=== design 1 ===
--- src/rtl/pce_cd_pkg.sv ---
// Shared definitions for the PCE CD-ROM SCSI target: phase codes, CDC_STAT
// signal masks, sequencer state encoding and small decode helpers.
package pce_cd_pkg;

    localparam logic [7:0] PH_BUS_FREE   = 8'h00;
    localparam logic [7:0] PH_COMMAND    = 8'h01;
    localparam logic [7:0] PH_DATA_IN    = 8'h02;
    localparam logic [7:0] PH_STATUS     = 8'h08;
    localparam logic [7:0] PH_MESSAGE_IN = 8'h10;

    localparam logic [7:0] SIG_BSY = 8'h80;
    localparam logic [7:0] SIG_REQ = 8'h40;
    localparam logic [7:0] SIG_MSG = 8'h20;
    localparam logic [7:0] SIG_CD  = 8'h10;
    localparam logic [7:0] SIG_IO  = 8'h08;

    localparam logic [7:0] MSG_COMMAND_COMPLETE = 8'h00;

    typedef enum logic [2:0] {
        ST_BUS_FREE,
        ST_COMMAND,
        ST_EXEC,
        ST_DATA_IN,
        ST_STATUS,
        ST_MESSAGE_IN
    } state_t;

    // Group 0 opcodes (top three bits zero) are 6-byte CDBs, the rest 10-byte.
    function automatic logic [3:0] cmd_len_of(input logic [2:0] group);
        return (group == 3'd0) ? 4'd6 : 4'd10;
    endfunction

    function automatic logic [7:0] phase_of(input state_t st);
        case (st)
            ST_COMMAND, ST_EXEC: return PH_COMMAND;
            ST_DATA_IN:          return PH_DATA_IN;
            ST_STATUS:           return PH_STATUS;
            ST_MESSAGE_IN:       return PH_MESSAGE_IN;
            default:             return PH_BUS_FREE;
        endcase
    endfunction

    // Bus signal lines driven in each state, REQ excluded.
    function automatic logic [7:0] signals_of(input state_t st);
        case (st)
            ST_COMMAND, ST_EXEC: return SIG_BSY | SIG_CD;
            ST_DATA_IN:          return SIG_BSY | SIG_IO;
            ST_STATUS:           return SIG_BSY | SIG_CD | SIG_IO;
            ST_MESSAGE_IN:       return SIG_BSY | SIG_MSG | SIG_CD | SIG_IO;
            default:             return 8'h00;
        endcase
    endfunction

endpackage

--- src/rtl/scsi_req_ack_hs.sv ---
// Single-byte REQ/ACK full interlock: REQ rises on start, the byte moves when
// REQ and ACK are both high, and REQ may not rise again until ACK is seen low.
module scsi_req_ack_hs (
    input  logic clk,
    input  logic reset,
    input  logic clear,
    input  logic start,
    input  logic ack,
    output logic req,
    output logic xfer,
    output logic ready
);

    logic req_q;
    logic wait_ack_low;

    assign req   = req_q;
    assign xfer  = req_q & ack;
    // A new byte may be offered once ACK from the previous one is low.
    assign ready = !req_q && (!wait_ack_low || !ack);

    always_ff @(posedge clk) begin
        if (reset || clear) begin
            req_q        <= 1'b0;
            wait_ack_low <= 1'b0;
        end else if (xfer) begin
            req_q        <= 1'b0;
            wait_ack_low <= 1'b1;
        end else if (start && ready) begin
            req_q        <= 1'b1;
            wait_ack_low <= 1'b0;
        end else if (wait_ack_low && !ack) begin
            wait_ack_low <= 1'b0;
        end
    end

endmodule

--- src/rtl/scsi_phase_sequencer.sv ---
// Target-side SCSI phase sequencer for the PCE CD-ROM interface.
// Define SCSI_PHASE_TIMEOUT_EN to add the REQ-without-ACK watchdog abort.
module scsi_phase_sequencer
    import pce_cd_pkg::*;
#(
    parameter int TIMEOUT_CYCLES = 1048576
) (
    input  logic        clk,
    input  logic        reset,
    input  logic        sel_i,
    input  logic        ack_i,
    input  logic [7:0]  host_data_i,
    output logic [79:0] cmd_bytes_o,
    output logic [3:0]  cmd_len_o,
    output logic        cmd_valid_o,
    input  logic        dat_valid_i,
    input  logic [7:0]  dat_i,
    output logic        dat_ready_o,
    input  logic        status_valid_i,
    input  logic [7:0]  status_i,
    output logic [7:0]  bus_data_o,
    output logic [7:0]  cd_status_o,
    output logic [7:0]  phase_o,
    output logic        timeout_o
);

    state_t      state, state_nxt;
    logic [3:0]  byte_cnt;
    logic [79:0] cmd_bytes;
    logic [3:0]  cmd_len;
    logic        cmd_valid;
    logic        msg_sent;
    logic        timeout;
    logic [7:0]  bus_data;

    logic req, xfer, hs_ready, hs_start, abort;
    logic take_data, take_status, cmd_done, last_byte;

    // Byte 0 is never the last one, so a stale opcode at count 0 is harmless.
    assign last_byte = (byte_cnt == cmd_len_of(cmd_bytes[7:5]) - 4'd1);

    scsi_req_ack_hs u_hs (
        .clk   (clk),
        .reset (reset),
        .clear (abort),
        .start (hs_start),
        .ack   (ack_i),
        .req   (req),
        .xfer  (xfer),
        .ready (hs_ready)
    );

`ifdef SCSI_PHASE_TIMEOUT_EN
    localparam int TW = $clog2(TIMEOUT_CYCLES) + 1;
    localparam logic [TW-1:0] TMO_LAST = TW'(TIMEOUT_CYCLES - 1);

    logic [TW-1:0] tmo_cnt;

    assign abort = req && !ack_i && (tmo_cnt == TMO_LAST);

    always_ff @(posedge clk) begin
        if (reset || !req || ack_i || abort) tmo_cnt <= '0;
        else                                 tmo_cnt <= tmo_cnt + 1'b1;
    end
`else
    logic unused_timeout_cfg;
    assign unused_timeout_cfg = |TIMEOUT_CYCLES;
    assign abort = 1'b0;
`endif

    always_comb begin
        state_nxt   = state;
        hs_start    = 1'b0;
        take_data   = 1'b0;
        take_status = 1'b0;
        cmd_done    = 1'b0;
        case (state)
            ST_BUS_FREE: begin
                if (sel_i) begin
                    state_nxt = ST_COMMAND;
                    hs_start  = 1'b1;
                end
            end
            ST_COMMAND: begin
                if (xfer && last_byte) begin
                    cmd_done  = 1'b1;
                    state_nxt = ST_EXEC;
                end else begin
                    hs_start = 1'b1;
                end
            end
            // Data has priority over status whenever both are offered.
            ST_EXEC, ST_DATA_IN: begin
                if (hs_ready) begin
                    if (dat_valid_i) begin
                        take_data = 1'b1;
                        hs_start  = 1'b1;
                        state_nxt = ST_DATA_IN;
                    end else if (status_valid_i) begin
                        take_status = 1'b1;
                        hs_start    = 1'b1;
                        state_nxt   = ST_STATUS;
                    end
                end
            end
            ST_STATUS: begin
                if (xfer) state_nxt = ST_MESSAGE_IN;
            end
            ST_MESSAGE_IN: begin
                if (msg_sent && !ack_i) state_nxt = ST_BUS_FREE;
                else if (!msg_sent)     hs_start  = 1'b1;
            end
            default: state_nxt = ST_BUS_FREE;
        endcase
    end

    always_ff @(posedge clk) begin
        if (reset) begin
            state     <= ST_BUS_FREE;
            byte_cnt  <= '0;
            cmd_bytes <= '0;
            cmd_len   <= '0;
            cmd_valid <= 1'b0;
            msg_sent  <= 1'b0;
            timeout   <= 1'b0;
            bus_data  <= '0;
        end else if (abort) begin
            // Watchdog abort looks like reset but keeps the last command.
            state     <= ST_BUS_FREE;
            byte_cnt  <= '0;
            cmd_len   <= '0;
            cmd_valid <= 1'b0;
            msg_sent  <= 1'b0;
            timeout   <= 1'b1;
            bus_data  <= '0;
        end else begin
            state     <= state_nxt;
            cmd_valid <= cmd_done;
            timeout   <= 1'b0;
            if (state == ST_BUS_FREE && sel_i) begin
                byte_cnt <= '0;
                cmd_len  <= '0;
            end
            if (state == ST_COMMAND && xfer) begin
                cmd_bytes[{byte_cnt, 3'b000} +: 8] <= host_data_i;
                byte_cnt <= byte_cnt + 4'd1;
            end
            if (cmd_done) cmd_len <= cmd_len_of(cmd_bytes[7:5]);
            if (take_data)                      bus_data <= dat_i;
            else if (take_status)               bus_data <= status_i;
            else if (state == ST_STATUS && xfer) bus_data <= MSG_COMMAND_COMPLETE;
            if (state == ST_STATUS)                   msg_sent <= 1'b0;
            else if (state == ST_MESSAGE_IN && xfer)  msg_sent <= 1'b1;
        end
    end

    assign cmd_bytes_o = cmd_bytes;
    assign cmd_len_o   = cmd_len;
    assign cmd_valid_o = cmd_valid;
    assign dat_ready_o = take_data & ~reset;
    assign bus_data_o  = bus_data;
    assign cd_status_o = signals_of(state) | (req ? SIG_REQ : 8'h00);
    assign phase_o     = phase_of(state);
    assign timeout_o   = timeout;

endmodule

--- config.mk ---
export PLATFORM = sky130hd
export DESIGN_NAME = scsi_phase_sequencer
export DESIGN_NICKNAME = d
export VERILOG_FILES = /design/src/rtl/pce_cd_pkg.sv /design/src/rtl/scsi_req_ack_hs.sv /design/src/rtl/scsi_phase_sequencer.sv
export SDC_FILE = /design/constraint.sdc
export NUM_CORES = 1
export LEC_CHECK = 0
export CAP_MARGIN = 20
export CORE_MARGIN = 5
export CORE_UTILIZATION = 37
export DETAILED_ROUTE_END_ITERATION = 10
export PLACE_DENSITY = 0.74
export RECOVER_POWER = 25
export SYNTH_ARGS = -nofsm -noshare
export SYNTH_HDL_FRONTEND = slang
export SYNTH_SLANG_ARGS = --single-unit
--- constraint.sdc ---
create_clock -name clk -period 2.5 [get_ports clk]
set_input_delay 0.5 -clock clk [delete_from_list [all_inputs] [get_ports clk]]
set_output_delay 0.5 -clock clk [all_outputs]
set_load 0.05 [all_outputs]
=== design 2 ===
<file path="config.mk">
export PLATFORM = sky130hd
export DESIGN_NAME = seq_alu
export DESIGN_NICKNAME = d
export VERILOG_FILES = /design/src/rtl/seq_alu_pkg.sv /design/src/rtl/seq_alu_div.sv /design/src/rtl/seq_alu.sv
export SDC_FILE = /design/constraint.sdc
export NUM_CORES = 1
export LEC_CHECK = 0
export CAP_MARGIN = 20
export CORE_ASPECT_RATIO = 1.75
export CORE_UTILIZATION = 45
export CTS_CLUSTER_SIZE = 14
export DETAILED_ROUTE_END_ITERATION = 8
export DONT_BUFFER_PORTS = 1
export GPL_TIMING_DRIVEN = 0
export PLACE_DENSITY_LB_ADDON = 0.25
export SKIP_LAST_GASP = 1
export SLEW_MARGIN = 20
export SYNTH_ARGS = -nofsm -noshare
export SYNTH_HDL_FRONTEND = slang
export SYNTH_SLANG_ARGS = --single-unit
</file>
<file path="constraint.sdc">
create_clock -name clk -period 7.5 [get_ports clk]
set_clock_uncertainty 0.1 [all_clocks]
set_input_delay 1.125 -clock clk [delete_from_list [all_inputs] [get_ports clk]]
set_output_delay 1.125 -clock clk [all_outputs]
set_load 0.1 [all_outputs]
</file>
<file path="src/rtl/seq_alu_pkg.sv">
// Shared opcode, state and flag definitions for the sequential ALU.
package seq_alu_pkg;

    typedef logic [3:0] op_t;

    localparam op_t OP_ADD  = 4'd0;
    localparam op_t OP_SUB  = 4'd1;
    localparam op_t OP_MUL  = 4'd2;
    localparam op_t OP_DIV  = 4'd3;
    localparam op_t OP_AND  = 4'd4;
    localparam op_t OP_OR   = 4'd5;
    localparam op_t OP_NAND = 4'd6;
    localparam op_t OP_NOR  = 4'd7;
    localparam op_t OP_XOR  = 4'd8;
    localparam op_t OP_XNOR = 4'd9;
    localparam op_t OP_EQ   = 4'd10;
    localparam op_t OP_GT   = 4'd11;
    localparam op_t OP_LT   = 4'd12;
    localparam op_t OP_SHR  = 4'd13;
    localparam op_t OP_SHL  = 4'd14;
    localparam op_t OP_NOP  = 4'd15;

    typedef logic [0:0] state_t;

    localparam state_t S_IDLE = 1'b0;
    localparam state_t S_DIV  = 1'b1;

    // Flag vector order: {Arith, Logic, CMP, Shift}
    localparam logic [3:0] FL_NONE  = 4'b0000;
    localparam logic [3:0] FL_ARITH = 4'b1000;
    localparam logic [3:0] FL_LOGIC = 4'b0100;
    localparam logic [3:0] FL_CMP   = 4'b0010;
    localparam logic [3:0] FL_SHIFT = 4'b0001;

endpackage

</file>
<file path="src/rtl/seq_alu_div.sv">
// Restoring divider: start loads operands, WIDTH iterations follow.
module seq_alu_div #(
    parameter int WIDTH = 16
) (
    input  logic             clk,
    input  logic             rst,
    input  logic             i_start,
    input  logic [WIDTH-1:0] i_a,
    input  logic [WIDTH-1:0] i_b,
    output logic             o_done,
    output logic [WIDTH-1:0] o_quot
);

    localparam int CW = $clog2(WIDTH + 1);

    logic [WIDTH-1:0] r_rem;
    logic [WIDTH-1:0] r_quot;
    logic [WIDTH-1:0] r_div;
    logic [CW-1:0]    r_cnt;
    logic             r_run;

    logic [WIDTH:0]   w_sh;
    logic [WIDTH:0]   w_dif;
    logic             w_ge;
    logic [WIDTH-1:0] w_rem_nxt;
    logic [WIDTH-1:0] w_quot_nxt;

    assign w_sh       = {r_rem, r_quot[WIDTH-1]};
    assign w_dif      = w_sh - {1'b0, r_div};
    assign w_ge       = ~w_dif[WIDTH];
    assign w_rem_nxt  = w_ge ? w_dif[WIDTH-1:0] : w_sh[WIDTH-1:0];
    assign w_quot_nxt = {r_quot[WIDTH-2:0], w_ge};

    // Quotient is handed out combinationally during the final iteration
    assign o_done = r_run && (r_cnt == CW'(WIDTH - 1));
    assign o_quot = w_quot_nxt;

    always_ff @(posedge clk) begin
        if (rst) begin
            r_rem  <= '0;
            r_quot <= '0;
            r_div  <= '0;
            r_cnt  <= '0;
            r_run  <= 1'b0;
        end else if (i_start) begin
            r_rem  <= '0;
            r_quot <= i_a;
            r_div  <= i_b;
            r_cnt  <= '0;
            r_run  <= 1'b1;
        end else if (r_run) begin
            r_rem  <= w_rem_nxt;
            r_quot <= w_quot_nxt;
            r_cnt  <= r_cnt + 1'b1;
            if (o_done) begin
                r_run <= 1'b0;
            end
        end
    end

endmodule

</file>
<file path="src/rtl/seq_alu.sv">
// Sequential ALU, latency 1 except multi-cycle divide.
// Divider is compiled in only when SEQ_ALU_DIV_EN is defined.
module seq_alu
    import seq_alu_pkg::*;
#(
    parameter int WIDTH = 16
) (
    input  logic             clk,
    input  logic             rst,
    input  logic [WIDTH-1:0] A,
    input  logic [WIDTH-1:0] B,
    input  logic [3:0]       ALU_FUN,
    input  logic             Enable,
    output logic [WIDTH-1:0] ALU_OUT,
    output logic             OUT_VALID,
    output logic             BUSY,
    output logic             Arith_Flag,
    output logic             Logic_Flag,
    output logic             CMP_Flag,
    output logic             Shift_Flag,
    output logic             CARRY
);

    logic [WIDTH-1:0] r_out;
    logic [3:0]       r_flags;
    logic             r_carry;
    logic             r_valid;

    op_t              w_op;
    logic [WIDTH:0]   w_sum;
    logic [WIDTH:0]   w_dif;
    logic [WIDTH-1:0] w_res;
    logic [3:0]       w_flags;
    logic             w_carry;
    logic             w_acc;
    logic             w_busy;
    logic             w_div_start;
    logic             w_div_done;
    logic [WIDTH-1:0] w_quot;

    assign w_op  = ALU_FUN;
    assign w_sum = {1'b0, A} + {1'b0, B};
    assign w_dif = {1'b0, A} - {1'b0, B};
    assign w_acc = Enable && !w_busy;

    always_comb begin
        w_res   = '0;
        w_flags = FL_NONE;
        w_carry = 1'b0;
        case (w_op)
            OP_ADD: begin
                w_res   = w_sum[WIDTH-1:0];
                w_carry = w_sum[WIDTH];
                w_flags = FL_ARITH;
            end
            OP_SUB: begin
                w_res   = w_dif[WIDTH-1:0];
                w_carry = w_dif[WIDTH];
                w_flags = FL_ARITH;
            end
            OP_MUL: begin
                w_res   = A * B;
                w_flags = FL_ARITH;
            end
            OP_DIV: begin
`ifdef SEQ_ALU_DIV_EN
                // Only reaches the output for B==0
                w_res   = '1;
`endif
                w_flags = FL_ARITH;
            end
            OP_AND:  begin w_res = A & B;    w_flags = FL_LOGIC; end
            OP_OR:   begin w_res = A | B;    w_flags = FL_LOGIC; end
            OP_NAND: begin w_res = ~(A & B); w_flags = FL_LOGIC; end
            OP_NOR:  begin w_res = ~(A | B); w_flags = FL_LOGIC; end
            OP_XOR:  begin w_res = A ^ B;    w_flags = FL_LOGIC; end
            OP_XNOR: begin w_res = ~(A ^ B); w_flags = FL_LOGIC; end
            OP_EQ: begin
                w_res   = {{(WIDTH-1){1'b0}}, A == B};
                w_flags = FL_CMP;
            end
            OP_GT: begin
                w_res   = {{(WIDTH-1){1'b0}}, A > B};
                w_flags = FL_CMP;
            end
            OP_LT: begin
                w_res   = {{(WIDTH-1){1'b0}}, A < B};
                w_flags = FL_CMP;
            end
            OP_SHR:  begin w_res = A >> 1;   w_flags = FL_SHIFT; end
            OP_SHL:  begin w_res = A << 1;   w_flags = FL_SHIFT; end
            default: ;
        endcase
    end

`ifdef SEQ_ALU_DIV_EN
    state_t r_state;

    assign w_busy      = (r_state == S_DIV);
    assign w_div_start = w_acc && (w_op == OP_DIV) && (B != '0);

    seq_alu_div #(
        .WIDTH (WIDTH)
    ) u_div (
        .clk     (clk),
        .rst     (rst),
        .i_start (w_div_start),
        .i_a     (A),
        .i_b     (B),
        .o_done  (w_div_done),
        .o_quot  (w_quot)
    );

    always_ff @(posedge clk) begin
        if (rst) begin
            r_state <= S_IDLE;
        end else if (w_div_start) begin
            r_state <= S_DIV;
        end else if (w_div_done) begin
            r_state <= S_IDLE;
        end
    end
`else
    assign w_busy      = 1'b0;
    assign w_div_start = 1'b0;
    assign w_div_done  = 1'b0;
    assign w_quot      = '0;
`endif

    always_ff @(posedge clk) begin
        if (rst) begin
            r_out   <= '0;
            r_flags <= FL_NONE;
            r_carry <= 1'b0;
            r_valid <= 1'b0;
        end else begin
            r_valid <= 1'b0;
            if (w_div_done) begin
                r_out   <= w_quot;
                r_flags <= FL_ARITH;
                r_carry <= 1'b0;
                r_valid <= 1'b1;
            end else if (w_acc && !w_div_start) begin
                r_out   <= w_res;
                r_flags <= w_flags;
                r_carry <= w_carry;
                r_valid <= 1'b1;
            end
        end
    end

    assign ALU_OUT    = r_out;
    assign OUT_VALID  = r_valid;
    assign BUSY       = w_busy;
    assign Arith_Flag = r_flags[3];
    assign Logic_Flag = r_flags[2];
    assign CMP_Flag   = r_flags[1];
    assign Shift_Flag = r_flags[0];
    assign CARRY      = r_carry;

endmodule
</file>
Figure 1. Gate-type map (design 2).
Scale: 3 px per micron.
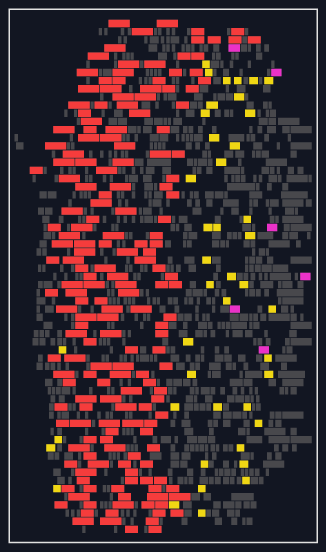
legend:
  magenta:
    family: multiplexers
    cells: 6
    most_used: mux2i_1
  yellow:
    family: AND-OR and OR-AND gates
    cells: 43
    most_used: a21o_1
  red:
    family: adder and majority cells
    cells: 180
    most_used: ha_1

==> summary.txt, design 2 <==
yosys + openroad results -> Biggest Area Class=multi-input combinational cells, Dominant cell area share=between 20% and 30%, Place WS=163 ps, reg2reg start=ALU_OUT[13], IO Port Bufs=0, number of global-route vias before repair=7983, commonest cells in the netlist=inv_1, nor2_1, nand2_1, mapped cell area=between 7000 and 8000 sq um, PnR Total Power=2.20 mW, Post-CTS Resized=0, Min Clock Period, post-route=7320 ps, f_max=0.137 GHz, clock network power=~110 uW, Worst-Margin Slew=1240 ps, final cell count without fillers=approximately 1300, fp_density=46.4%, Tapcell Cnt=227, cell type with the largest total area=fa_1, slowest cell delay on critical path=730 ps, HP Start=ALU_OUT[11], final hold vios=0, Final Util=48.7%, final worst slack=181 ps, grt ovf=0, uppermost layer routed=met4, main flop type=dfxtp_1, leakage dissipation=~3.8 nW, mi-comb count=between 800 and 900, unrepaired setup endpoints after global routing=no, Unique masters post-synth=77, WL met2=14800 microns, fin nets=between 1000 and 1500, status=finished, final reports clean
-- design 2: sequential cells by signal (all words and copies together), names as in the netlist --
register	flops
ALU_OUT	16
CARRY	1
OUT_VALID	1
r_flags	4
-- design 2: worst reg2reg max path, delay by kind of cell, from the launching register on --
family	cells	cell delay [ps]
AOI/OAI and AO/OA	5	720
and+or+nand+nor	1	320
DFF	1	960
-- design 2: layer usage --
layer	GRT usage, %	up-vias
li1	-	3489
met1	34.0	3660
met2	58.1	383
met3	6.83	149
met4	32.0	0
met5	0	-
Figure 2. Sequential cells coloured by netlist name (design 1).
Scale: 2 px per micron. Other sequential cells in the stronger grey, the rest of the logic in the fainter grey.
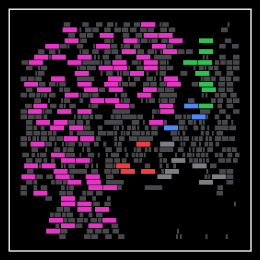
legend:
  magenta:
    netlist_name: cmd_bytes_o
    flops: 80
  blue:
    netlist_name: state
    flops: 3
  red:
    netlist_name: byte_cnt
    flops: 4
  green:
    netlist_name: bus_data_o
    flops: 8
    where: upper right

==> summary.txt, design 1 <==
yosys + openroad results -> CLK BUF=12, Tapcell Cnt=around 150, crit path cell chain=dlygate4sd3_1, a21o_1, nor4b_2, buf_12, drt first pass iters=5, status=finished, final reports clean, largest net degree at the start of global routing=about 77, yosys warns=0, Slowest-stage cell, CP=dlygate4sd3_1, grt ovf=0, core area=between 10000 and 15000 sq um, DRC viols=0, fraction of area in multi-input gates=36.8%, cts hold-fix bufs=0, Top non-seq family=simple AND/OR/NAND/NOR gates, # fillers=1118, number of global-route vias before repair=~3700, fin nets=622, WS Path Type=in -> out, synthesis area per yosys=4490 sq um, xor+xnor area frac=0.391%, Flops after synth=just over 100, first-pass GRT wire length=slightly below 20000 microns, MUX area fraction=18.1%, Antenna Violating Nets Remaining=0, cell type with the largest total area=dfxtp_1, Min Clock Period, post-route=2390 ps, Place WS=173 ps, critical path fanouts, max=5, flop count=102, Seq. cell area=2040 sq um, IO Port Bufs=around 130, f_max=0.419 GHz, Post-CTS Resized=3, Reg power frac=41.9%, clock root buffer=clkbuf_16, main flop type=dfxtp_1, Max clock buf depth=2, worst IR drop on VDD=0.295 mV, Total GRT Usage=16.6%, buffers plus inverters on the worst setup path=2
[design 1: worst paths after layout]
| kind | cells after the start | slack, ps | startpoint | to |
|---|---|---|---|---|
| min | 2 | 450 | cmd_len_o[1] | cmd_len_o[1] |
| max reg2reg | 7 | 240 | byte_cnt[0] | cmd_bytes_o[16] |
| max | 4 | 110 | ack_i | dat_ready_o |
| min reg2reg | 2 | 450 | cmd_len_o[1] | cmd_len_o[1] |
[design 1: metal layers]
metal	part of all wire [%]	up-vias	GRT usage, %
met4	0.78	0	4.72
met1	44	1801	21.2
li1	-	1826	-
met5	0	-	0
met2	47	133	26.8
met3	8.0	11	5.66

=== design 3 ===
Figure 3. Routed metal, one colour a layer (design 3).
Scale: 8 px per micron.
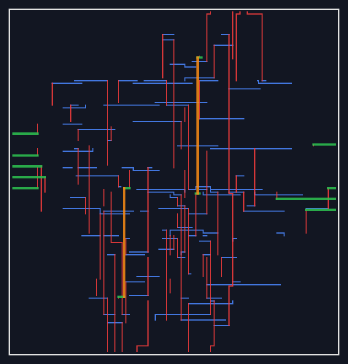

`src/rtl/add_sub_4bit_unit.sv`:
```
`default_nettype none
// ============================================================================
// Module   : add_sub_4bit_unit
// Purpose  : Registered 4-bit two's-complement adder/subtractor used as a
//            small ALU slice. Computes a+b (op=0) or a-b (op=1) through a
//            ripple-carry chain and registers the result, carry-out and
//            signed-overflow flag one clock after the operands are captured.
// Ports    : clk       - rising-edge clock
//            rst       - asynchronous, active-high reset
//            a, b      - 4-bit operands
//            op        - 0 = add, 1 = subtract (a - b)
//            in_valid  - operands valid, capture this cycle
//            sum       - registered result bits [3:0]
//            Cout      - registered carry out of bit 3
//            v         - registered signed-overflow flag
//            out_valid - one-cycle pulse per new result
// Revision : 1.0 - initial release
// ============================================================================
module add_sub_4bit_unit (
  input  logic       clk,
  input  logic       rst,
  input  logic [3:0] a,
  input  logic [3:0] b,
  input  logic       op,
  input  logic       in_valid,
  output logic [3:0] sum,
  output logic       Cout,
  output logic       v,
  output logic       out_valid
);

  localparam int c_WIDTH = 4;

  logic [c_WIDTH-1:0] w_bx;   // b conditionally inverted for subtraction
  logic [c_WIDTH:0]   w_c;    // ripple carries, w_c[0] is the carry-in
  logic [c_WIDTH-1:0] w_s;    // combinational sum bits
  logic               w_v;    // signed overflow of the current operands

  logic [c_WIDTH-1:0] r_sum;
  logic               r_cout;
  logic               r_v;
  logic               r_out_valid;

  // Subtraction is a + ~b + 1: invert b and feed op in as the carry-in.
  assign w_bx   = b ^ {c_WIDTH{op}};
  assign w_c[0] = op;

  generate
    for (genvar i = 0; i < c_WIDTH; i++) begin : g_fa
      assign w_s[i]   = a[i] ^ w_bx[i] ^ w_c[i];
      assign w_c[i+1] = (a[i] & w_bx[i]) | (a[i] & w_c[i]) | (w_bx[i] & w_c[i]);
    end
  endgenerate

  // Signed overflow: carry into the sign bit differs from carry out of it.
  assign w_v = w_c[c_WIDTH-1] ^ w_c[c_WIDTH];

  // Result registers only load on a valid beat; otherwise they hold so the
  // last result stays observable while out_valid is low.
  always_ff @(posedge clk or posedge rst) begin
    if (rst) begin
      r_sum       <= '0;
      r_cout      <= 1'b0;
      r_v         <= 1'b0;
      r_out_valid <= 1'b0;
    end else begin
      r_out_valid <= in_valid;
      if (in_valid) begin
        r_sum  <= w_s;
        r_cout <= w_c[c_WIDTH];
        r_v    <= w_v;
      end
    end
  end

  assign sum       = r_sum;
  assign Cout      = r_cout;
  assign v         = r_v;
  assign out_valid = r_out_valid;

endmodule
`default_nettype wire

```
`config.mk`:
```
export PLATFORM = sky130hd
export DESIGN_NAME = add_sub_4bit_unit
export DESIGN_NICKNAME = d
export VERILOG_FILES = /design/src/rtl/add_sub_4bit_unit.sv
export SDC_FILE = /design/constraint.sdc
export NUM_CORES = 1
export LEC_CHECK = 0
export CAP_MARGIN = 20
export CORE_AREA = 2 2 39 41
export DETAILED_ROUTE_END_ITERATION = 10
export DIE_AREA = 0 0 41 43
export PLACE_DENSITY = 0.69
export SYNTH_ARGS = -nofsm -noshare
export SYNTH_HDL_FRONTEND = slang
export SYNTH_SLANG_ARGS = --single-unit
```
`constraint.sdc`:
```
create_clock -name clk -period 0.8 [get_ports clk]
set_input_delay 0.08 -clock clk [delete_from_list [all_inputs] [get_ports clk]]
set_output_delay 0.08 -clock clk [all_outputs]
set_load 0.02 [all_outputs]
```
=== design 4 ===
**config.mk**
```make
export PLATFORM = sky130hd
export DESIGN_NAME = rx_majority_voter
export DESIGN_NICKNAME = d
export VERILOG_FILES = /design/src/rtl/rx_majority_voter.sv
export SDC_FILE = /design/constraint.sdc
export NUM_CORES = 1
export LEC_CHECK = 0
export CAP_MARGIN = 20
export CORE_UTILIZATION = 54
export DETAILED_ROUTE_END_ITERATION = 10
export PLACE_DENSITY = 0.82
export SETUP_SLACK_MARGIN = 0.5
export SLEW_MARGIN = 20
export SYNTH_ARGS = -nofsm -noshare
export SYNTH_HDL_FRONTEND = slang
export SYNTH_SLANG_ARGS = --single-unit
```
**constraint.sdc**
```tcl
create_clock -name rx_clk -period 2.3 [get_ports rx_clk]
set_input_delay 0.345 -clock rx_clk [delete_from_list [all_inputs] [get_ports rx_clk]]
set_output_delay 0.345 -clock rx_clk [all_outputs]
set_load 0.02 [all_outputs]
```
**src/rtl/rx_majority_voter.sv**
```systemverilog
// GMII receive-side frame summariser: records first byte, XOR and length of each
// frame into three rotating slots and publishes the 2-of-3 majority record.
module rx_majority_voter (
    input  logic        rx_clk,
    input  logic        reset,
    input  logic        clk,
    input  logic [7:0]  rx_data,
    input  logic        rx_enable,
    input  logic        rx_error,
    input  logic        sfd_wait,
    input  logic        uart_rxd,
    output logic        uart_txd,
    output logic [7:0]  out1,
    output logic [7:0]  out2,
    output logic [11:0] out3
);

    localparam logic [7:0]  SFD_BYTE = 8'hD5;
    localparam logic [11:0] L_MAX    = 12'hFFF;

    // Record layout: [28] valid, [27:20] first byte, [19:12] xor, [11:0] length
    logic [28:0] r_rec [3];

    logic        r_in_frame;
    logic        r_skip;
    logic        r_hunt;
    logic        r_err;
    logic [7:0]  r_f;
    logic [7:0]  r_x;
    logic [11:0] r_l;
    logic [1:0]  r_slot;
    logic        r_vote;

    logic        w_start;
    logic        w_active;
    logic        w_take;
    logic        w_end;
    logic        w_commit;
    logic        w_m01;
    logic        w_m02;
    logic        w_m12;
    logic        w_has_win;
    logic [28:0] w_win;
    logic        w_unused;

    assign w_unused = &{1'b0, clk, uart_rxd, w_win[28]};
    assign uart_txd = 1'b1;

    // r_skip blocks a frame that was already running when reset was released
    assign w_start  = rx_enable && !r_in_frame && !r_skip;
    assign w_active = rx_enable && r_in_frame;
    assign w_take   = (w_start && !sfd_wait) || (w_active && !r_hunt);
    assign w_end    = !rx_enable && r_in_frame;
    assign w_commit = w_end && (r_l != 12'd0);

    always_ff @(posedge rx_clk) begin
        if (reset) begin
            r_in_frame <= 1'b0;
            r_skip     <= rx_enable;
            r_hunt     <= 1'b0;
            r_err      <= 1'b0;
            r_f        <= 8'h00;
            r_x        <= 8'h00;
            r_l        <= 12'd0;
            r_slot     <= 2'd0;
            r_vote     <= 1'b0;
            out1       <= 8'h00;
            out2       <= 8'h00;
            out3       <= 12'd0;
        end else begin
            r_vote <= w_commit && (r_slot == 2'd2);
            if (!rx_enable) begin
                r_skip <= 1'b0;
            end

            if (w_start) begin
                r_in_frame <= 1'b1;
                r_err      <= rx_error;
                r_hunt     <= sfd_wait && (rx_data != SFD_BYTE);
                r_f        <= rx_data;
                r_x        <= w_take ? rx_data : 8'h00;
                r_l        <= w_take ? 12'd1 : 12'd0;
            end else if (w_active) begin
                r_err <= r_err | rx_error;
                if (r_hunt && (rx_data == SFD_BYTE)) begin
                    r_hunt <= 1'b0;
                end
                if (w_take) begin
                    if (r_l == 12'd0) begin
                        r_f <= rx_data;
                    end
                    r_x <= r_x ^ rx_data;
                    if (r_l != L_MAX) begin
                        r_l <= r_l + 12'd1;
                    end
                end
            end else if (w_end) begin
                r_in_frame <= 1'b0;
                if (w_commit) begin
                    r_slot <= (r_slot == 2'd2) ? 2'd0 : r_slot + 2'd1;
                end
            end

            if (r_vote && w_has_win) begin
                out1 <= w_win[27:20];
                out2 <= w_win[19:12];
                out3 <= w_win[11:0];
            end
        end
    end

    generate
        for (genvar gi = 0; gi < 3; gi++) begin : g_slot
            always_ff @(posedge rx_clk) begin
                if (reset) begin
                    r_rec[gi] <= '0;
                end else if (w_commit && (r_slot == 2'(gi))) begin
                    r_rec[gi] <= {!r_err, r_f, r_x, r_l};
                end
            end
        end
    endgenerate

    // Invalid records never match, even against an identical invalid record
    assign w_m01 = r_rec[0][28] && r_rec[1][28] && (r_rec[0] == r_rec[1]);
    assign w_m02 = r_rec[0][28] && r_rec[2][28] && (r_rec[0] == r_rec[2]);
    assign w_m12 = r_rec[1][28] && r_rec[2][28] && (r_rec[1] == r_rec[2]);

    always_comb begin
        w_has_win = 1'b0;
        w_win     = r_rec[0];
        if (w_m01 || w_m02) begin
            w_has_win = 1'b1;
            w_win     = r_rec[0];
        end else if (w_m12) begin
            w_has_win = 1'b1;
            w_win     = r_rec[1];
        end
    end

endmodule

```
=== design 5 ===
`config.mk`:
```
export PLATFORM = sky130hd
export DESIGN_NAME = tx_symbol_sequencer
export DESIGN_NICKNAME = d
export VERILOG_FILES = /design/src/rtl/tx_sym_pkg.sv /design/src/rtl/skp_timer.sv /design/src/rtl/tx_symbol_sequencer.sv
export SDC_FILE = /design/constraint.sdc
export NUM_CORES = 1
export LEC_CHECK = 0
export CORE_AREA = 3 3 46 79
export CTS_CLUSTER_DIAMETER = 100
export DETAILED_ROUTE_END_ITERATION = 16
export DIE_AREA = 0 0 49 82
export GPL_TIMING_DRIVEN = 1
export PLACE_DENSITY = 0.74
export SYNTH_ARGS = -nofsm -noshare
export SYNTH_HDL_FRONTEND = slang
export SYNTH_SLANG_ARGS = --single-unit
```
`constraint.sdc`:
```
create_clock -name INTERCLK -period 2.55 [get_ports INTERCLK]
set_input_delay 0.6375 -clock INTERCLK [delete_from_list [all_inputs] [get_ports INTERCLK]]
set_output_delay 0.6375 -clock INTERCLK [all_outputs]
set_load 0.02 [all_outputs]
```
`src/rtl/tx_sym_pkg.sv`:
```
// Symbol constants and FSM state encoding shared by the transmit symbol sequencer.
package tx_sym_pkg;

    localparam logic [7:0] COM    = 8'hBC;
    localparam logic [7:0] SKP    = 8'h1C;
    localparam logic [7:0] D10_2  = 8'h4A;
    localparam logic [7:0] D21_5  = 8'hB5;
    localparam logic [7:0] IDLE_D = 8'h00;

    typedef enum logic [2:0] {
        ST_IDLE,
        ST_ALIGN,
        ST_NORMAL,
        ST_SKP,
        ST_COMPLIANCE
    } state_t;

endpackage

```
`src/rtl/skp_timer.sv`:
```
// Counts NORMAL cycles and raises a saturating pending flag once the SKP interval has elapsed.
module skp_timer #(
    parameter int INTERVAL = 1180
) (
    input  logic clk_sys,
    input  logic rst_b,
    input  logic clr,
    input  logic inc,
    output logic pending
);

    localparam int TW = $clog2(INTERVAL);
    localparam logic [TW-1:0] TERM = TW'(INTERVAL - 1);

    logic [TW-1:0] cnt;

    always_ff @(posedge clk_sys) begin
        if (!rst_b || clr) begin
            cnt <= '0;
        end else if (inc && cnt != TERM) begin
            cnt <= cnt + 1'b1;
        end
    end

    assign pending = (cnt == TERM);

endmodule

```
`src/rtl/tx_symbol_sequencer.sv`:
```
// Transmit-side symbol sequencer feeding the 8b/10b encoder: alignment, packet pass-through,
// SKP ordered-set insertion between packets and the compliance pattern.
//
// state         | meaning
// --------------+-----------------------------------------------------------
// ST_IDLE       | link disabled, emits D0.0; picks ALIGN or COMPLIANCE on enable
// ST_ALIGN      | ALIGN_LEN symbols alternating K28.5 / D10.2
// ST_NORMAL     | packet bytes via valid/ready, D0.0 when nothing offered
// ST_SKP        | K28.5 then SKP_LEN x K28.0
// ST_COMPLIANCE | repeating K28.5, D21.5, K28.5, D10.2 with TXCOMP on the first
module tx_symbol_sequencer
    import tx_sym_pkg::*;
#(
    parameter int SKP_INTERVAL = 1180,
    parameter int SKP_LEN      = 3,
    parameter int ALIGN_LEN    = 16
) (
    input  logic       INTERCLK,
    input  logic       Reset,
    input  logic       iEnable,
    input  logic       iCompliance,
    input  logic       iValid,
    output logic       oReady,
    input  logic [7:0] iData,
    input  logic       iDataK,
    input  logic       iLast,
    output logic [7:0] oData,
    output logic       oTXDATAK,
    output logic       oTXCOMP,
    output logic       oAligned
);

    localparam int CMAX = (ALIGN_LEN > 8) ? ALIGN_LEN : 8;
    localparam int CW   = $clog2(CMAX);
    localparam logic [CW-1:0] ALIGN_LAST = CW'(ALIGN_LEN - 1);
    localparam logic [CW-1:0] SKP_LAST   = CW'(SKP_LEN);

    state_t        state;
    state_t        state_nxt;
    logic [CW-1:0] sym_cnt;
    logic [CW-1:0] cnt_nxt;
    logic          in_pkt;
    logic          in_pkt_nxt;
    logic          skp_pending;
    logic          skp_clr;
    logic          xfer;
    logic [7:0]    sym_d;
    logic          symk_d;
    logic          comp_d;
    logic          aligned_d;

    // A pending SKP only blocks new bytes between packets, so packets are never split.
    assign oReady    = (state == ST_NORMAL) && !(skp_pending && !in_pkt) && iEnable;
    assign xfer      = iValid && oReady;
    assign aligned_d = iEnable && ((state == ST_NORMAL) || (state == ST_SKP));
    assign skp_clr   = !((state == ST_NORMAL) && (state_nxt == ST_NORMAL));

    skp_timer #(
        .INTERVAL(SKP_INTERVAL)
    ) u_skp_timer (
        .clk_sys (INTERCLK),
        .rst_b   (Reset),
        .clr     (skp_clr),
        .inc     (!skp_clr),
        .pending (skp_pending)
    );

    always_comb begin
        state_nxt  = state;
        cnt_nxt    = '0;
        in_pkt_nxt = in_pkt;
        sym_d      = IDLE_D;
        symk_d     = 1'b0;
        comp_d     = 1'b0;
        case (state)
            ST_IDLE: begin
                state_nxt = iCompliance ? ST_COMPLIANCE : ST_ALIGN;
            end
            ST_ALIGN: begin
                sym_d  = sym_cnt[0] ? D10_2 : COM;
                symk_d = ~sym_cnt[0];
                if (sym_cnt == ALIGN_LAST) begin
                    state_nxt = ST_NORMAL;
                end else begin
                    cnt_nxt = sym_cnt + 1'b1;
                end
            end
            ST_NORMAL: begin
                if (xfer) begin
                    sym_d      = iData;
                    symk_d     = iDataK;
                    in_pkt_nxt = ~iLast;
                end
                // Entering straight off the iLast transfer keeps SKP glued to the packet end.
                if (skp_pending && !in_pkt_nxt) begin
                    state_nxt = ST_SKP;
                end
            end
            ST_SKP: begin
                sym_d  = (sym_cnt == '0) ? COM : SKP;
                symk_d = 1'b1;
                if (sym_cnt == SKP_LAST) begin
                    state_nxt = ST_NORMAL;
                end else begin
                    cnt_nxt = sym_cnt + 1'b1;
                end
            end
            ST_COMPLIANCE: begin
                case (sym_cnt[1:0])
                    2'd0: begin
                        sym_d  = COM;
                        symk_d = 1'b1;
                        comp_d = 1'b1;
                    end
                    2'd1: sym_d = D21_5;
                    2'd2: begin
                        sym_d  = COM;
                        symk_d = 1'b1;
                    end
                    default: sym_d = D10_2;
                endcase
                cnt_nxt = {{(CW-2){1'b0}}, sym_cnt[1:0] + 2'd1};
            end
            default: begin
                state_nxt = ST_IDLE;
            end
        endcase
        if (!iEnable) begin
            state_nxt  = ST_IDLE;
            cnt_nxt    = '0;
            in_pkt_nxt = 1'b0;
            sym_d      = IDLE_D;
            symk_d     = 1'b0;
            comp_d     = 1'b0;
        end
    end

    always_ff @(posedge INTERCLK) begin
        if (!Reset) begin
            state    <= ST_IDLE;
            sym_cnt  <= '0;
            in_pkt   <= 1'b0;
            oData    <= IDLE_D;
            oTXDATAK <= 1'b0;
            oTXCOMP  <= 1'b0;
            oAligned <= 1'b0;
        end else begin
            state    <= state_nxt;
            sym_cnt  <= cnt_nxt;
            in_pkt   <= in_pkt_nxt;
            oData    <= sym_d;
            oTXDATAK <= symk_d;
            oTXCOMP  <= comp_d;
            oAligned <= aligned_d;
        end
    end

endmodule

```
Figure 4. Sequential cells coloured by netlist name (design 5).
Scale: 4 px per micron. Other sequential cells in the stronger grey, the rest of the logic in the fainter grey.
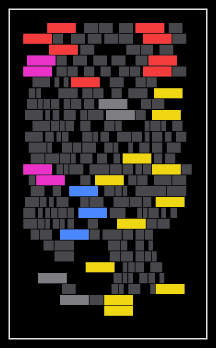
legend:
  blue:
    netlist_name: state
    flops: 3
  red:
    netlist_name: oData
    flops: 8
  magenta:
    netlist_name: sym_cnt
    flops: 4
  yellow:
    netlist_name: u_skp_timer.cnt
    flops: 11
not coloured: 4
Final Util: 64.6%
Seq. cell area: 601 sq um
Seq power: 478 uW

==> summary.txt, design 5 <==
yosys + openroad results -> final cell count without fillers=~260, Pwr Density=roughly 460 nW/um^2, Total GRT Usage=21.1%, per-cell routed wire length=around 15 microns, CP endpoint=oReady, Tool Warnings=30, Avg Cell Area, Syn=8.82 sq um, P_int=between 700 and 800 uW, std cell rows=27, status=finished, final reports clean, Fin Setup TNS=0 ps, Worst-Margin Slew=959 ps, TritonCTS Buffers=5, most numerous logic cell after layout=dfxtp_1, final worst slack=~170 ps, WL met2=2090 microns
==> design 5: final cells by class <==
class	count	area share, %
multi-input cells	131	43.6
flip-flops and latches	30	29.6
repair buffers	43	18.9
clock buffers	7	4.25
well taps	43	2.65
inverters	4	0.740
clock inverters	1	0.247
==> design 5: critical path, stage by stage (launching register included) <==
cell and delay (ps):
dfxtp_1 340, ha_1 170, or4b_4 480, nor4_4 240, nor2_1 70, clkbuf_2 160
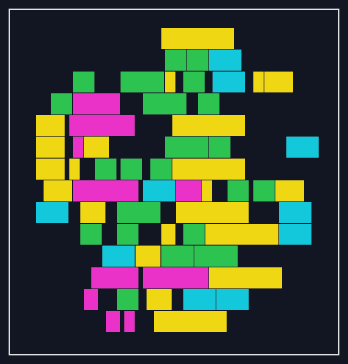
Figure 5: design 3, cell sizes after repair.
Scale: 8 px per micron.
legend:
  magenta:
    size: _2 cells
    cells: 10
  green:
    size: _3 and _4 cells
    cells: 22
  yellow:
    size: _0 and _1 cells
    cells: 22
  cyan:
    size: _6 and larger
    cells: 10
final worst slack: -940 ps
Layout area overhead: 91.7%

About Figure 3:
legend:
  red:
    layer: metal 2
    wire_length: 393 microns
  green:
    layer: metal 3
    wire_length: 32.5 microns
  orange:
    layer: metal 4
    wire_length: 30.6 microns
  blue:
    layer: metal 1
    wire_length: 269 microns
per-cell routed wire length: 9.06 microns
Total GRT Usage: 10.4%
WL final: 725 microns

==> summary.txt, design 3 <==
yosys + openroad results -> hold slack=60.2 ps, arrival time at the worst endpoint=1870 ps, status=finished with violations, max-cap viol count=0, setup violators final=12, IO Port Bufs=18, metal3 WL=32 microns, worst setup path start=b[0], main flop type=dfrtp_1, unrepaired setup endpoints after global routing=yes, mapped cell area=394 sq um, first-pass GRT wire length=1240 microns, max-slew violation count=0, nonclk buf count=32, Antenna Violating Nets Remaining=0, P_int=1.08 mW, NetSw=441 uW, Top delay family on crit path=adder cells, CTS tree=yes, slew margin rel.=roughly 83%, mi-comb count=17, Stages on worst setup path=9, ClkCell Share=under 10%, Floorplan Nets=between 40 and 50, Comb gate area=roughly 230 sq um, FFs w/ async S/R, synth=100%, final worst slack=-940 ps, Avg Cell Area, Syn=13.6 sq um, Largest Pwr Group=combinational logic, flop count=7, failing checks=setup timing, number of global-route vias before repair=352, Flops after synth=7
[design 3: kinds of logic (layout without fill, tap and decap cells)]
family / after synthesis / in the layout / share of synthesized area (%)
muxes: 5 / 5 / 18.1
DFF: 7 / 7 / 44.4
adders and majority gates: 3 / 3 / 15.2
buffers and inverters: 5 / 40 / 6.67
xor gates and xnor gates: 5 / 5 / 11.1
and+or+nand+nor: 2 / 2 / 1.91
AOI/OAI and AO/OA: 2 / 2 / 2.54
[design 3: flip-flops by register name, indices dropped and copies added (netlist names)]
signal	count
sum	4
Cout	1
out_valid	1
v	1
Figure 6. Sequential cells coloured by netlist name (design 4).
Scale: 2 px per micron. Other sequential cells in the stronger grey, the rest of the logic in the fainter grey.
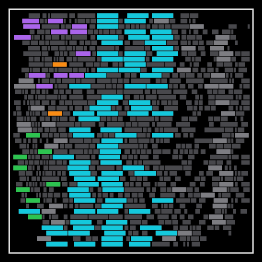
legend:
  cyan:
    netlist_name: r_rec
    flops: 87
  orange:
    netlist_name: r_slot
    flops: 2
  green:
    netlist_name: r_x
    flops: 8
  purple:
    netlist_name: r_l
    flops: 12
    where: upper left
not coloured: 41
Seq. cell area: 3920 sq um
Final Util: 78.4%
Seq power: 3.06 mW
fraction of area in registers: 36.0%

==> summary.txt, design 4 <==
yosys + openroad results -> Tool Warnings=32, final worst slack=-117 ps, Top area cell types=edfxtp_1, dfxtp_1, xor2_1, max-cap viol count=0, cell type with the largest total area=edfxtp_1, most numerous logic cell after layout=edfxtp_1, r2r worst-path depth=7, failing checks=setup timing, # fillers=about 800, mi-comb count=525, cell count in the Yosys report=730, setup violators final=28, CP Capture Type=flop, status=finished with violations, arrival time at the worst endpoint=about 2800 ps
-- design 4: through the flow --
step	power (mW)	worst slack, ps	instance area, sq um	setup TNS (ps)
after floorplan	3.33	348	7800	0
after global placement	3.53	-2.65	8570	-2.65
after detailed placement	3.54	-25.7	8570	-30.6
after CTS	6.37	195	10100	0
after global routing	6.66	-140	10900	-3170
final	6.51	-117	10900	-2210
-- design 4: critical path, delay by kind of cell (launching register included) --
family | cells | cell delay [ps]
AND-OR/OR-AND | 3 | 760
AND/OR/NAND/NOR | 2 | 680
flip-flops | 1 | 480
XOR/XNOR | 1 | 220
buffers and inverters | 1 | 200

=== design 6 ===
Figure 7. Gate-type map (design 6).
Scale: 6 px per micron.
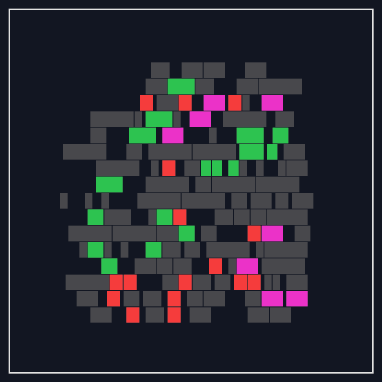
Figure 8. Routed metal, one colour a layer (design 6).
Scale: 6 px per micron.
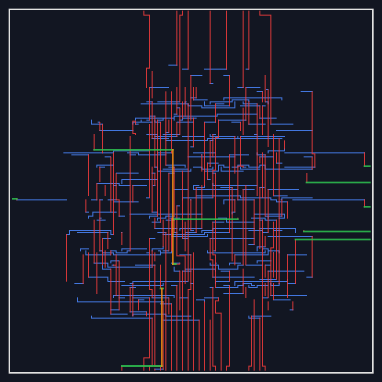
Figure 9. I/O nets highlighted (design 6).
Scale: 8 px per micron.
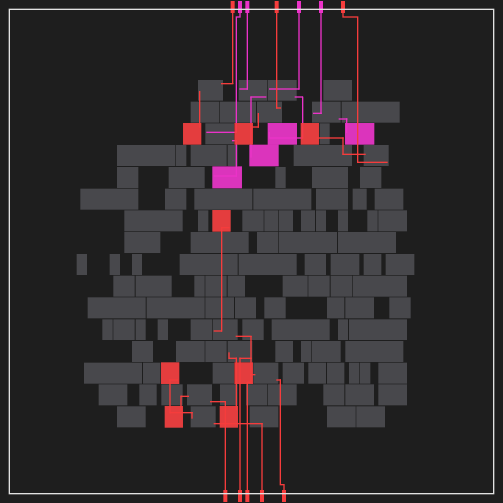
<file path="config.mk">
export PLATFORM = sky130hd
export DESIGN_NAME = shift_add_multiplier
export DESIGN_NICKNAME = d
export VERILOG_FILES = /design/src/rtl/shift_add_multiplier.sv
export SDC_FILE = /design/constraint.sdc
export NUM_CORES = 1
export LEC_CHECK = 0
export CORE_MARGIN = 8
export CORE_UTILIZATION = 44
export DETAILED_ROUTE_END_ITERATION = 6
export PLACE_DENSITY = 0.82
export SLEW_MARGIN = 40
export SYNTH_ARGS = -nofsm -noshare
export SYNTH_HDL_FRONTEND = slang
export SYNTH_SLANG_ARGS = --single-unit
</file>
<file path="constraint.sdc">
create_clock -name clk -period 2.15 [get_ports clk]
set_input_delay 0.5375 -clock clk [delete_from_list [all_inputs] [get_ports clk]]
set_output_delay 0.5375 -clock clk [all_outputs]
set_load 0.03 [all_outputs]
</file>
<file path="src/rtl/shift_add_multiplier.sv">
// shift_add_multiplier: sequential unsigned shift-and-add multiplier that drives an
// external prefix_tree_adder (a/b/cin out, sum/cout back) and produces one partial
// product per clock. Optional feature macro: ZERO_BYPASS_EN (zero operands skip BUSY).
module shift_add_multiplier #(
  parameter int width = 4
) (
  input  logic               clk,
  input  logic               rst,
  input  logic               in_valid,
  output logic               in_ready,
  input  logic [width-1:0]   mcand,
  input  logic [width-1:0]   mplier,
  output logic               out_valid,
  input  logic               out_ready,
  output logic [2*width-1:0] product,
  output logic [width-1:0]   add_a,
  output logic [width-1:0]   add_b,
  output logic               add_cin,
  input  logic [width-1:0]   add_sum,
  input  logic               add_cout
);

  // count must be at least one bit wide even when width is 1
  localparam int cw = (width > 1) ? $clog2(width) : 1;
  localparam logic [cw-1:0] last_count = cw'(width - 1);

  typedef enum logic [1:0] {IDLE, BUSY, DONE} state_t;

  state_t           state;
  logic [width-1:0] mc_r;
  logic [width-1:0] hi_r;
  logic [width-1:0] lo_r;
  logic [cw-1:0]    count;
  logic             zero_op;

  // The adder result and the low half shift right together by one bit each step;
  // building them as width+1 concatenations keeps the slices legal for width=1.
  logic [width:0] sum_cat;
  logic [width:0] lo_cat;

  assign sum_cat = {add_cout, add_sum};
  assign lo_cat  = {add_sum[0], lo_r};

  // Flag operand pairs whose product is trivially zero (only when the bypass is built in)
  always_comb begin
    zero_op = 1'b0;
`ifdef ZERO_BYPASS_EN
    zero_op = (mcand == '0) || (mplier == '0);
`else
    zero_op = 1'b0;
`endif
  end

  // Feed the adder from the registers while BUSY; keep its inputs quiet otherwise
  always_comb begin
    add_a   = '0;
    add_b   = '0;
    add_cin = 1'b0;
    if (state == BUSY) begin
      add_a = hi_r;
      add_b = lo_r[0] ? mc_r : '0;
    end
  end

  assign product = out_valid ? {hi_r, lo_r} : '0;

  // Control FSM with registered handshake outputs and the shift/add datapath registers
  always_ff @(posedge clk) begin
    if (rst) begin
      state     <= IDLE;
      in_ready  <= 1'b1;
      out_valid <= 1'b0;
      mc_r      <= '0;
      hi_r      <= '0;
      lo_r      <= '0;
      count     <= '0;
    end else begin
      case (state)
        IDLE: begin
          if (in_valid) begin
            mc_r     <= mcand;
            hi_r     <= '0;
            lo_r     <= mplier;
            count    <= '0;
            in_ready <= 1'b0;
            if (zero_op) begin
              lo_r      <= '0;
              out_valid <= 1'b1;
              state     <= DONE;
            end else begin
              state <= BUSY;
            end
          end
        end
        BUSY: begin
          hi_r  <= sum_cat[width:1];
          lo_r  <= lo_cat[width:1];
          count <= count + cw'(1);
          if (count == last_count) begin
            out_valid <= 1'b1;
            state     <= DONE;
          end
        end
        DONE: begin
          if (out_ready) begin
            out_valid <= 1'b0;
            in_ready  <= 1'b1;
            state     <= IDLE;
          end
        end
        default: begin
          state     <= IDLE;
          in_ready  <= 1'b1;
          out_valid <= 1'b0;
        end
      endcase
    end
  end

endmodule

</file>
==> summary.txt <==
yosys + openroad results -> status=finished, final reports clean, ANT cells=0, Dominant cell area share=about two fifths, max-slew violation count=0, Stages on worst setup path=1, gp weighted congestion=roughly 0.74, detailed placement HPWL=1770 microns, post-CTS setup buffers=0, # fillers=roughly 180, WS Path Type=reg -> out, cell type with the largest total area=dfxtp_1, Biggest Area Class=multi-input combinational cells, Reg power frac=55.4%, Antenna Violating Nets Remaining=0, final worst slack=81.8 ps, Signal buf overhead=approximately 28%, uppermost layer routed=met4, Avg Cell Area, Syn=~9.6 sq um, FF-to-FF setup slack=between 900 and 1000 ps, DR vias/cell=4.91, worst setup path start=out_valid, drt first pass iters=4, CLK BUF=3, Max clock buf depth=2, Min Clock Period, post-route=2070 ps
About Figure 7:
legend:
  magenta:
    family: multiplexers
    cells: 8
    most_used: mux2i_1
  red:
    family: AND and OR gates
    cells: 16
    most_used: and2_1
  green:
    family: inverting AOI/OAI gates
    cells: 17
fraction of area in multi-input gates: 37.9%
final cell count without fillers: 152

About Figure 8:
legend:
  red:
    layer: metal 2
    wire_length: 1220 microns
  orange:
    layer: metal 4
    wire_length: 32.0 microns
  blue:
    layer: metal 1
    wire_length: 842 microns
  green:
    layer: metal 3
    wire_length: 67.3 microns

About Figure 9:
legend:
  magenta:
    port: mplier
    direction: input
    edge: top
    end_cells: 4
    buffers: 4
    wire: 87.3 microns
  red:
    port: product
    direction: output
    edge: 5 bottom, 3 top
    end_cells: 8
    buffers: 8
    wire: 178 microns

[worst reg2reg max path, delay by kind of cell, from the launching register on]
family | cells | cell delay, ps
AOI/OAI and AO/OA | 2 | 530
buffers and inverters | 1 | 210
DFF | 1 | 330
and+or+nand+nor | 1 | 100
[power by group through the flow]
stage	registers (mW)	clock network, mW	logic (mW)
6_report	0.370	0.163	0.134
5_1_grt	0.373	0.184	0.146
4_1_cts	0.369	0.172	0.135
3_5_place_dp	0.377	0	0.135
3_3_place_gp	0.376	0	0.131
2_1_floorplan	0.378	0	0.0816


==> notes/layouts.md <==
Pictures saved along the way, in no particular order.

I/O nets highlighted.
(a)
Scale: 3 px per micron.
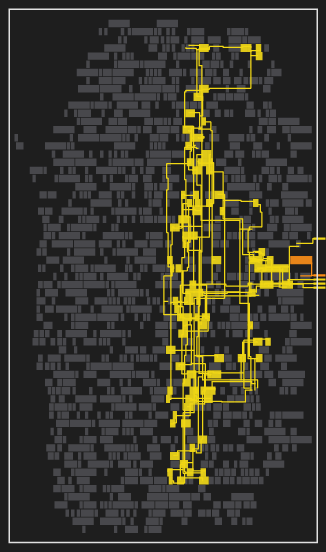
(b)
Scale: 4 px per micron.
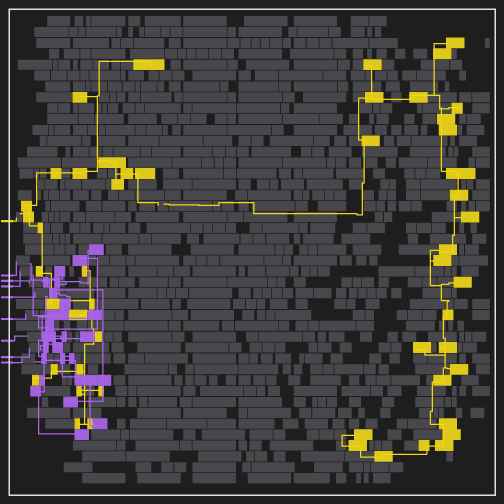
(c)
Scale: 8 px per micron.
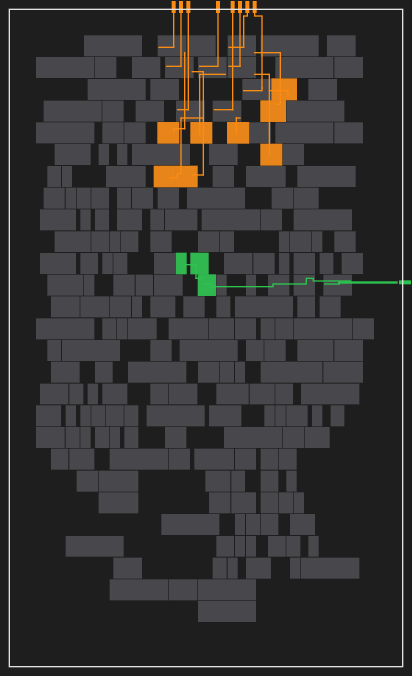
(d)
Scale: 12 px per micron.
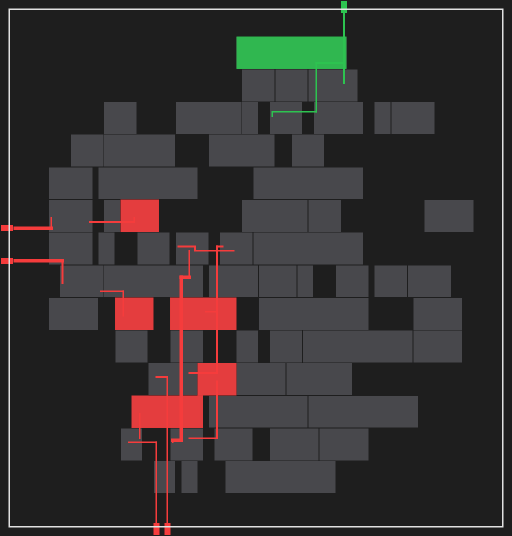
(e)
Scale: 4 px per micron.
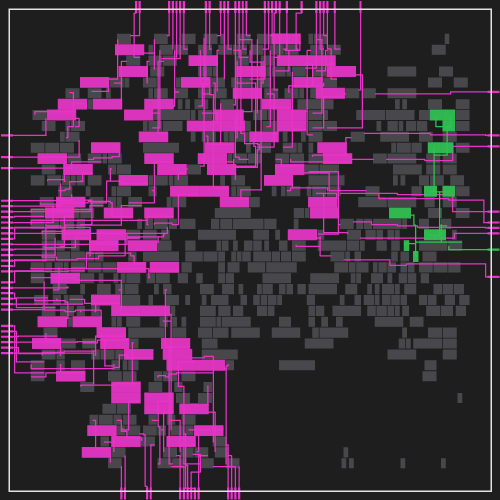
The one with the smallest die is (d).
The one with the fewest cells is (d).
| from | picture |
|---|---|
| design 2 | (a) |
| design 4 | (b) |
| design 5 | (c) |
| design 3 | (d) |
| design 1 | (e) |

Power figures rest on the tool's default switching activity, not on a simulated workload.
